######## tpsram_be ########
==> tpsram_be/class_map.png <==
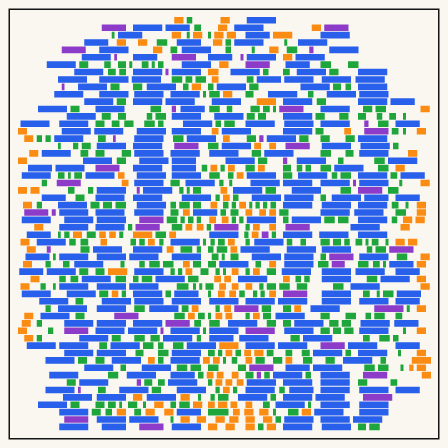

[config.mk]
export PLATFORM = sky130hd
export DESIGN_NAME = tpsram_be
export DESIGN_NICKNAME = d
export VERILOG_FILES = /design/src/rtl/tpsram_be.sv
export SDC_FILE = /design/constraint.sdc
export NUM_CORES = 1
export LEC_CHECK = 0
export CAP_MARGIN = 20
export CELL_PAD_IN_SITES_DETAIL_PLACEMENT = 1
export CELL_PAD_IN_SITES_GLOBAL_PLACEMENT = 1
export CORE_MARGIN = 2
export CORE_UTILIZATION = 50
export DETAILED_ROUTE_END_ITERATION = 7
export PLACE_DENSITY = 0.89
export SLEW_MARGIN = 0
export SYNTH_ARGS = -nofsm -noshare
export SYNTH_HDL_FRONTEND = slang
export SYNTH_SLANG_ARGS = --single-unit
[constraint.sdc]
create_clock -name clk -period 2.76 [get_ports clk]
set_clock_uncertainty 0.2 [all_clocks]
set_input_delay 0.552 -clock clk [delete_from_list [all_inputs] [get_ports clk]]
set_output_delay 0.552 -clock clk [all_outputs]
set_load 0.005 [all_outputs]
[src/rtl/tpsram_be.sv]
// Two-port SRAM model: one write port, one read port, single clock.
// Byte-enable writes, 1- or 2-cycle read latency with a valid strobe,
// selectable read-during-write result and an optional post-reset clear.
//
// state    | meaning
// ---------+------------------------------------------------------------
// ST_CLEAR | zeroing mem[cnt_q] each cycle; port requests are ignored
// ST_READY | normal read/write operation until the next reset
module tpsram_be #(
  parameter int DEPTH      = 8,
  parameter int WIDTH      = 32,
  parameter int RD_LAT     = 1,
  parameter int RDW_MODE   = 0,
  parameter int CLR_ON_RST = 1,
  localparam int DEPTH_LOG = (DEPTH > 1) ? $clog2(DEPTH) : 1,
  localparam int NB        = WIDTH / 8
) (
  input  logic                 clk,
  input  logic                 rst_n,
  input  logic                 we,
  input  logic [DEPTH_LOG-1:0] wa,
  input  logic [WIDTH-1:0]     wd,
  input  logic [NB-1:0]        wbe,
  input  logic                 re,
  input  logic [DEPTH_LOG-1:0] ra,
  output logic [WIDTH-1:0]     rd,
  output logic                 rvalid,
  output logic                 init_busy
);

  if ((WIDTH % 8) != 0 || WIDTH < 8) begin : g_chk_width
    $error("tpsram_be: WIDTH (%0d) must be a non-zero multiple of 8", WIDTH);
  end
  if (RD_LAT != 1 && RD_LAT != 2) begin : g_chk_lat
    $error("tpsram_be: RD_LAT (%0d) must be 1 or 2", RD_LAT);
  end

  typedef enum logic {
    ST_CLEAR = 1'b0,
    ST_READY = 1'b1
  } state_e;

  // Addresses are compared one bit wider so a non-power-of-2 DEPTH is exact.
  localparam logic [DEPTH_LOG-1:0] CNT_LAST = DEPTH_LOG'(DEPTH - 1);
  localparam logic [DEPTH_LOG:0]   DEPTH_W  = (DEPTH_LOG + 1)'(DEPTH);

  state_e               state_q, state_d;
  logic [DEPTH_LOG-1:0] cnt_q, cnt_d;

  logic [WIDTH-1:0] mem [DEPTH];

  logic             ready;
  logic             wr_en;
  logic             rd_en;
  logic             ra_ok;
  logic [WIDTH-1:0] rd_word;
  logic [WIDTH-1:0] rd1_q;
  logic             rv1_q;

  function automatic logic [WIDTH-1:0] byte_merge(input logic [WIDTH-1:0] old_w,
                                                  input logic [WIDTH-1:0] new_w,
                                                  input logic [NB-1:0]    be);
    logic [WIDTH-1:0] res;
    res = old_w;
    for (int b = 0; b < NB; b++) begin
      if (be[b]) res[8*b +: 8] = new_w[8*b +: 8];
    end
    return res;
  endfunction

  // Clear sequencer state; reset restarts the clear from address 0.
  always_ff @(posedge clk or negedge rst_n) begin
    if (!rst_n) begin
      state_q <= (CLR_ON_RST != 0) ? ST_CLEAR : ST_READY;
      cnt_q   <= '0;
    end else begin
      state_q <= state_d;
      cnt_q   <= cnt_d;
    end
  end

  // Next-state: walk the array once, then park in READY.
  always_comb begin
    state_d = state_q;
    cnt_d   = cnt_q;
    case (state_q)
      ST_CLEAR: begin
        cnt_d = cnt_q + 1'b1;
        if (cnt_q == CNT_LAST) begin
          state_d = ST_READY;
          cnt_d   = '0;
        end
      end
      default: begin
        state_d = ST_READY;
      end
    endcase
  end

  assign init_busy = (state_q == ST_CLEAR);
  assign ready     = (state_q == ST_READY);
  assign wr_en     = ready & we & ({1'b0, wa} < DEPTH_W);
  assign rd_en     = ready & re;
  assign ra_ok     = ({1'b0, ra} < DEPTH_W);

  // Array update: clear writes take priority; user writes merge per byte.
  always_ff @(posedge clk) begin
    if (state_q == ST_CLEAR) begin
      mem[cnt_q] <= '0;
    end else if (wr_en) begin
      mem[wa] <= byte_merge(mem[wa], wd, wbe);
    end
  end

  // Read word select: out-of-range reads give 0; same-address bypass when enabled.
  always_comb begin
    rd_word = '0;
    if (ra_ok) begin
      rd_word = mem[ra];
      if ((RDW_MODE != 0) && wr_en && (wa == ra)) begin
        rd_word = byte_merge(mem[ra], wd, wbe);
      end
    end
  end

  // First read register: captures only on an accepted read so rd holds otherwise.
  always_ff @(posedge clk or negedge rst_n) begin
    if (!rst_n) begin
      rd1_q <= '0;
      rv1_q <= 1'b0;
    end else begin
      rv1_q <= rd_en;
      if (rd_en) rd1_q <= rd_word;
    end
  end

  if (RD_LAT == 2) begin : g_lat2
    logic [WIDTH-1:0] rd2_q;
    logic             rv2_q;

    // Extra output register stage for the 2-cycle latency option.
    always_ff @(posedge clk or negedge rst_n) begin
      if (!rst_n) begin
        rd2_q <= '0;
        rv2_q <= 1'b0;
      end else begin
        rv2_q <= rv1_q;
        if (rv1_q) rd2_q <= rd1_q;
      end
    end

    assign rd     = rd2_q;
    assign rvalid = rv2_q;
  end else begin : g_lat1
    assign rd     = rd1_q;
    assign rvalid = rv1_q;
  end

endmodule
######## cache_meta_array ########
## src/rtl/cache_meta_array.sv

```systemverilog
// Tag/valid/pseudo-LRU metadata store with registered lookup, fill port and one-set-per-cycle flush.
// Optional CACHE_META_PARITY_EN adds an even-parity bit per way over {valid, tag}.
module cache_meta_array #(
  parameter  int SETS   = 64,
  parameter  int WAYS   = 2,
  parameter  int TAG_W  = 7,
  localparam int SIDX_W = $clog2(SETS),
  localparam int WAY_W  = $clog2(WAYS)
) (
  input  logic              clk,
  input  logic              rst,
  input  logic              lookup_valid,
  input  logic [SIDX_W-1:0] lookup_set,
  input  logic [TAG_W-1:0]  lookup_tag,
  input  logic              fill_en,
  input  logic [SIDX_W-1:0] fill_set,
  input  logic [WAY_W-1:0]  fill_way,
  input  logic [TAG_W-1:0]  fill_tag,
  input  logic              flush_req,
  output logic              hit,
  output logic [WAY_W-1:0]  hit_way,
  output logic [WAY_W-1:0]  victim_way,
  output logic              lookup_done,
  output logic              busy,
  output logic              flush_done,
  output logic              parity_err
);

  typedef enum logic {IDLE, FLUSH} state_t;

  state_t              state_q, state_d;
  logic [SIDX_W-1:0]   cnt_q;
  logic                last_set;

  logic [WAYS-1:0]     valid_q [SETS];
  logic [TAG_W-1:0]    tag_q   [SETS][WAYS];
  logic [2:0]          plru_q  [SETS];

  logic [WAYS-1:0]     match;
  logic                hit_c;
  logic                hit_eff;
  logic                perr_c;
  logic [WAY_W-1:0]    hw_c;
  logic [WAY_W-1:0]    vic_c;
  logic                lookup_ok;
  logic                fill_ok;

  function automatic logic [WAY_W-1:0] plru_victim(input logic [2:0] p);
    if (WAYS == 2) return WAY_W'(p[0]);
    if (!p[0])     return p[1] ? WAY_W'(1) : WAY_W'(0);
    return p[2] ? WAY_W'(3) : WAY_W'(2);
  endfunction

  // Point the tree away from the accessed way
  function automatic logic [2:0] plru_touch(input logic [2:0] p, input logic [WAY_W-1:0] w);
    logic [2:0] n;
    int         wi;
    n  = p;
    wi = int'(w);
    if (WAYS == 2) begin
      n[0] = (wi == 0);
    end else begin
      case (wi)
        0:       begin n[0] = 1'b1; n[1] = 1'b1; end
        1:       begin n[0] = 1'b1; n[1] = 1'b0; end
        2:       begin n[0] = 1'b0; n[2] = 1'b1; end
        default: begin n[0] = 1'b0; n[2] = 1'b0; end
      endcase
    end
    return n;
  endfunction

  assign busy      = (state_q == FLUSH);
  assign last_set  = busy && (cnt_q == SIDX_W'(SETS - 1));
  assign lookup_ok = lookup_valid && !busy;
  assign fill_ok   = fill_en && !busy;

  always_comb begin
    state_d = state_q;
    case (state_q)
      IDLE:    if (flush_req) state_d = FLUSH;
      FLUSH:   if (last_set)  state_d = IDLE;
      default: state_d = IDLE;
    endcase
  end

`ifdef CACHE_META_PARITY_EN
  logic [WAYS-1:0] par_q [SETS];
`endif

  // Stage p0: tag compare and victim pick on the current array contents
  always_comb begin
    match  = '0;
    hw_c   = '0;
    vic_c  = plru_victim(plru_q[lookup_set]);
    perr_c = 1'b0;
    for (int w = 0; w < WAYS; w++)
      match[w] = valid_q[lookup_set][w] && (tag_q[lookup_set][w] == lookup_tag);
    for (int w = 0; w < WAYS; w++)
      if (match[w]) hw_c = WAY_W'(w);
    for (int w = WAYS - 1; w >= 0; w--)
      if (!valid_q[lookup_set][w]) vic_c = WAY_W'(w);
`ifdef CACHE_META_PARITY_EN
    for (int w = 0; w < WAYS; w++)
      perr_c = perr_c | (par_q[lookup_set][w] != ^{valid_q[lookup_set][w], tag_q[lookup_set][w]});
`endif
  end

  assign hit_c   = |match;
  assign hit_eff = hit_c && !perr_c;

  // Stage p1: registered lookup result and flush control
  always_ff @(posedge clk) begin
    if (rst) begin
      state_q     <= IDLE;
      cnt_q       <= '0;
      flush_done  <= 1'b0;
      lookup_done <= 1'b0;
      hit         <= 1'b0;
      hit_way     <= '0;
      victim_way  <= '0;
      parity_err  <= 1'b0;
    end else begin
      state_q     <= state_d;
      cnt_q       <= busy ? cnt_q + SIDX_W'(1) : '0;
      flush_done  <= last_set;
      lookup_done <= lookup_valid;
      hit         <= lookup_ok && hit_eff;
      hit_way     <= (lookup_ok && hit_eff) ? hw_c : '0;
      victim_way  <= lookup_ok ? vic_c : '0;
      parity_err  <= lookup_ok && perr_c;
    end
  end

  // Fill PLRU update is issued last so it overrides a same-set hit update
  always_ff @(posedge clk) begin
    if (rst) begin
      for (int s = 0; s < SETS; s++) begin
        valid_q[s] <= '0;
        plru_q[s]  <= '0;
`ifdef CACHE_META_PARITY_EN
        for (int w = 0; w < WAYS; w++) par_q[s][w] <= ^tag_q[s][w];
`endif
      end
    end else begin
      if (lookup_ok && hit_eff)
        plru_q[lookup_set] <= plru_touch(plru_q[lookup_set], hw_c);
      if (fill_ok) begin
        valid_q[fill_set][fill_way] <= 1'b1;
        plru_q[fill_set]            <= plru_touch(plru_q[fill_set], fill_way);
`ifdef CACHE_META_PARITY_EN
        par_q[fill_set][fill_way]   <= ^{1'b1, fill_tag};
`endif
      end
      if (busy) begin
        valid_q[cnt_q] <= '0;
        plru_q[cnt_q]  <= '0;
`ifdef CACHE_META_PARITY_EN
        for (int w = 0; w < WAYS; w++) par_q[cnt_q][w] <= ^tag_q[cnt_q][w];
`endif
      end
    end
  end

  // Tags are never reset; only valid bits gate their use
  always_ff @(posedge clk) begin
    if (fill_ok) tag_q[fill_set][fill_way] <= fill_tag;
  end

endmodule

```

## config.mk

```make
export PLATFORM = sky130hd
export DESIGN_NAME = cache_meta_array
export DESIGN_NICKNAME = d
export VERILOG_FILES = /design/src/rtl/cache_meta_array.sv
export SDC_FILE = /design/constraint.sdc
export NUM_CORES = 1
export LEC_CHECK = 0
export CAP_MARGIN = 20
export CORE_UTILIZATION = 50
export DETAILED_ROUTE_END_ITERATION = 12
export HOLD_SLACK_MARGIN = 0.06
export MAX_ROUTING_LAYER = met4
export PLACE_DENSITY = 0.68
export SLEW_MARGIN = 10
export SYNTH_ARGS = -nofsm -noshare
export SYNTH_HDL_FRONTEND = slang
export SYNTH_SLANG_ARGS = --single-unit
```

## constraint.sdc

```tcl
create_clock -name clk -period 9.85 [get_ports clk]
set_clock_uncertainty 0.15 [all_clocks]
set_input_delay 1.97 -clock clk [delete_from_list [all_inputs] [get_ports clk]]
set_output_delay 1.97 -clock clk [all_outputs]
set_load 0.05 [all_outputs]
```

==> cache_meta_array/placed.png <==
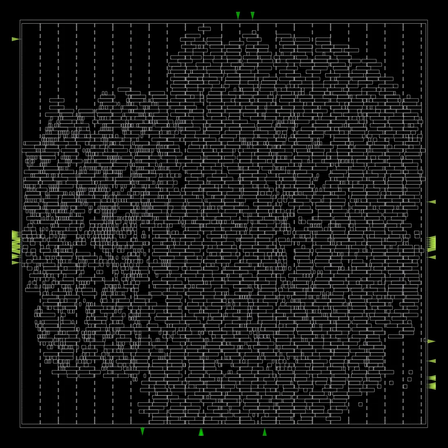
core area: 93,600 µm²
tap cells: 1,254
Core Util, Final: 0.559
post-route non-filler standard cell count: 4,376
Fill cells: 7,361

==> reports/results.ini, cache_meta_array <==
[grt]
grtUsageMet2=0.440
grt_first_pass_wirelength_mm=196
met1_usage=0.402

[final_timing]
setup_violations=0
hold_ws_ns=0.501

[synth]
ys_top_cells_by_count=edfxtp_1, nor2_1, nand2_1

[die]
die_h_um=310
die-width_um=310

[drt]
routed_wl_mm=136

[placed_design]
dpl.cell_count=4165

[worst_setup_path]
cp.depth=13
crit_end=plru_q[52][0]$_DFFE_PP_
start_kind=input pin
end_kind=flip-flop
critPathTopFamily=AND-OR/OR-AND gates

[run_status]
status=completed

-- cache_meta_array: report_power, final --
group | switching (mW) | internal, mW | leakage (nW)
clock | 1.83 | 2.27 | 1.70
combinational | 0.453 | 0.210 | 4.75
sequential | 0.0125 | 5.18 | 10.1
total | 2.30 | 7.66 | 16.6
-- cache_meta_array: layout make-up --
class,instances,share of cell area
sequential,1100,0.629
multi-input combinational,1706,0.257
clock buffer,132,0.0542
tap,1254,0.0300
timing repair buffer,93,0.0157
clock inverter,72,0.0127
inverter,14,0.00103
antenna,5,0.000239
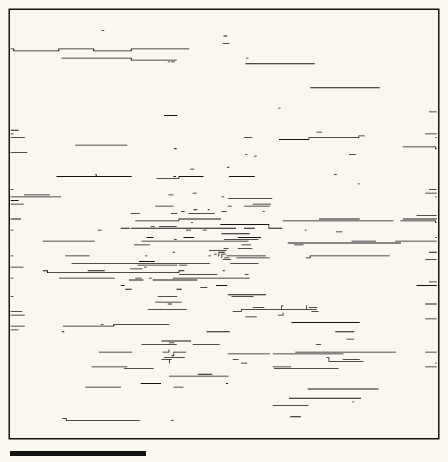
(tpsram_be/m3.png)
Bar = 50 µm.
longest straight run	50.6 µm
main direction	horizontal
share of all routed wire	5.3%
nets with wire on the layer	117
wire length on this layer	1,760 µm

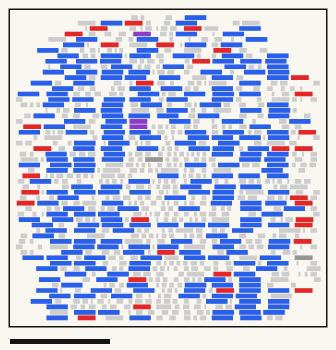
(tpsram_be/ff_map.png)
Bar = 50 µm. Other sequential cells in the stronger gray, the rest of the logic in the fainter gray.
color	netlist name	sequential cells
red	`rd`	32
purple	`cnt_q`	3
blue	`mem`	256
not colored	2
flop share of the area: 0.601
Core Util, Final: 0.616

Notes on tpsram_be/class_map.png above:
color	class	cells	share of their area
blue	registers	293	62%
orange	remaining buffers and delay cells	161	11%
purple	clock drivers and dummy loads	52	6.6%
green	remaining logic cells	370	21%

==> reports/results.ini, tpsram_be <==
[clocking]
cts_hold_buffers=1
htree_levels=1

[drt]
route.detailed.drc=0
highest_layer=met4

[run_status]
status=completed

[worst_setup_path]
rrSetupSlack_ns=0.28
cp.depth=5
critPathTopFamily=AND-OR/OR-AND gates
end_kind=flip-flop

[synth]
edf_count=256
yosysChipArea_um2=11800
ys_cells=706

[power_and_ir_drop]
leakagePower_nw=5.50
p_clk_mw=3.87
switchingPower_mw=2.08

[final_timing]
slew_headroom=0.581

[hold_path]
min_path_type=reg -> reg
holdPathStages=2

[cells_and_area]
lay_top_cells=edfxtp_1, clkdlybuf4s50_1, buf_4, mux2_2, mux2i_1

[die]
fp-utilization=0.506

[placed_design]
dpl.cell_count=1141

## tpsram_be: cell type report
cell class	instances	area share
repair buffers	161	0.103
inverters	5	0.00131
clock buffers	36	0.0532
well taps	319	0.0279
clock inverters	16	0.0107
multi-input cells	365	0.202
flip-flops and latches	293	0.601
## tpsram_be: state kept, by name (all words and copies together), names as in the netlist
signal	count
mem	256
cnt_q	3
rvalid	1
rd	32
ready	1
## tpsram_be: kinds of logic after synthesis
family,after synthesis,synth area share
flops,293,0.731
compound gates,141,0.0827
mux,130,0.118
simple gates,92,0.0429
buf+inv,48,0.0234
fa+ha+maj,2,0.00212

==> screenshots <==
Cell density map.
picture 1
16 x 16 tiles, from white (low) to dark blue (high), 0 to 100% covered.
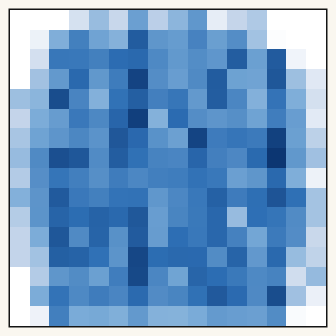
picture 2
31 x 31 tiles, from white (low) to dark blue (high), 0 to 100% covered.
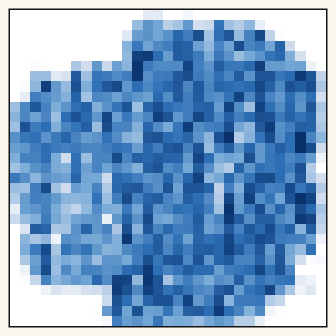
cache_meta_array is picture 2.
tpsram_be is picture 1.


Power figures rest on the tool's default switching activity, not on a simulated workload.
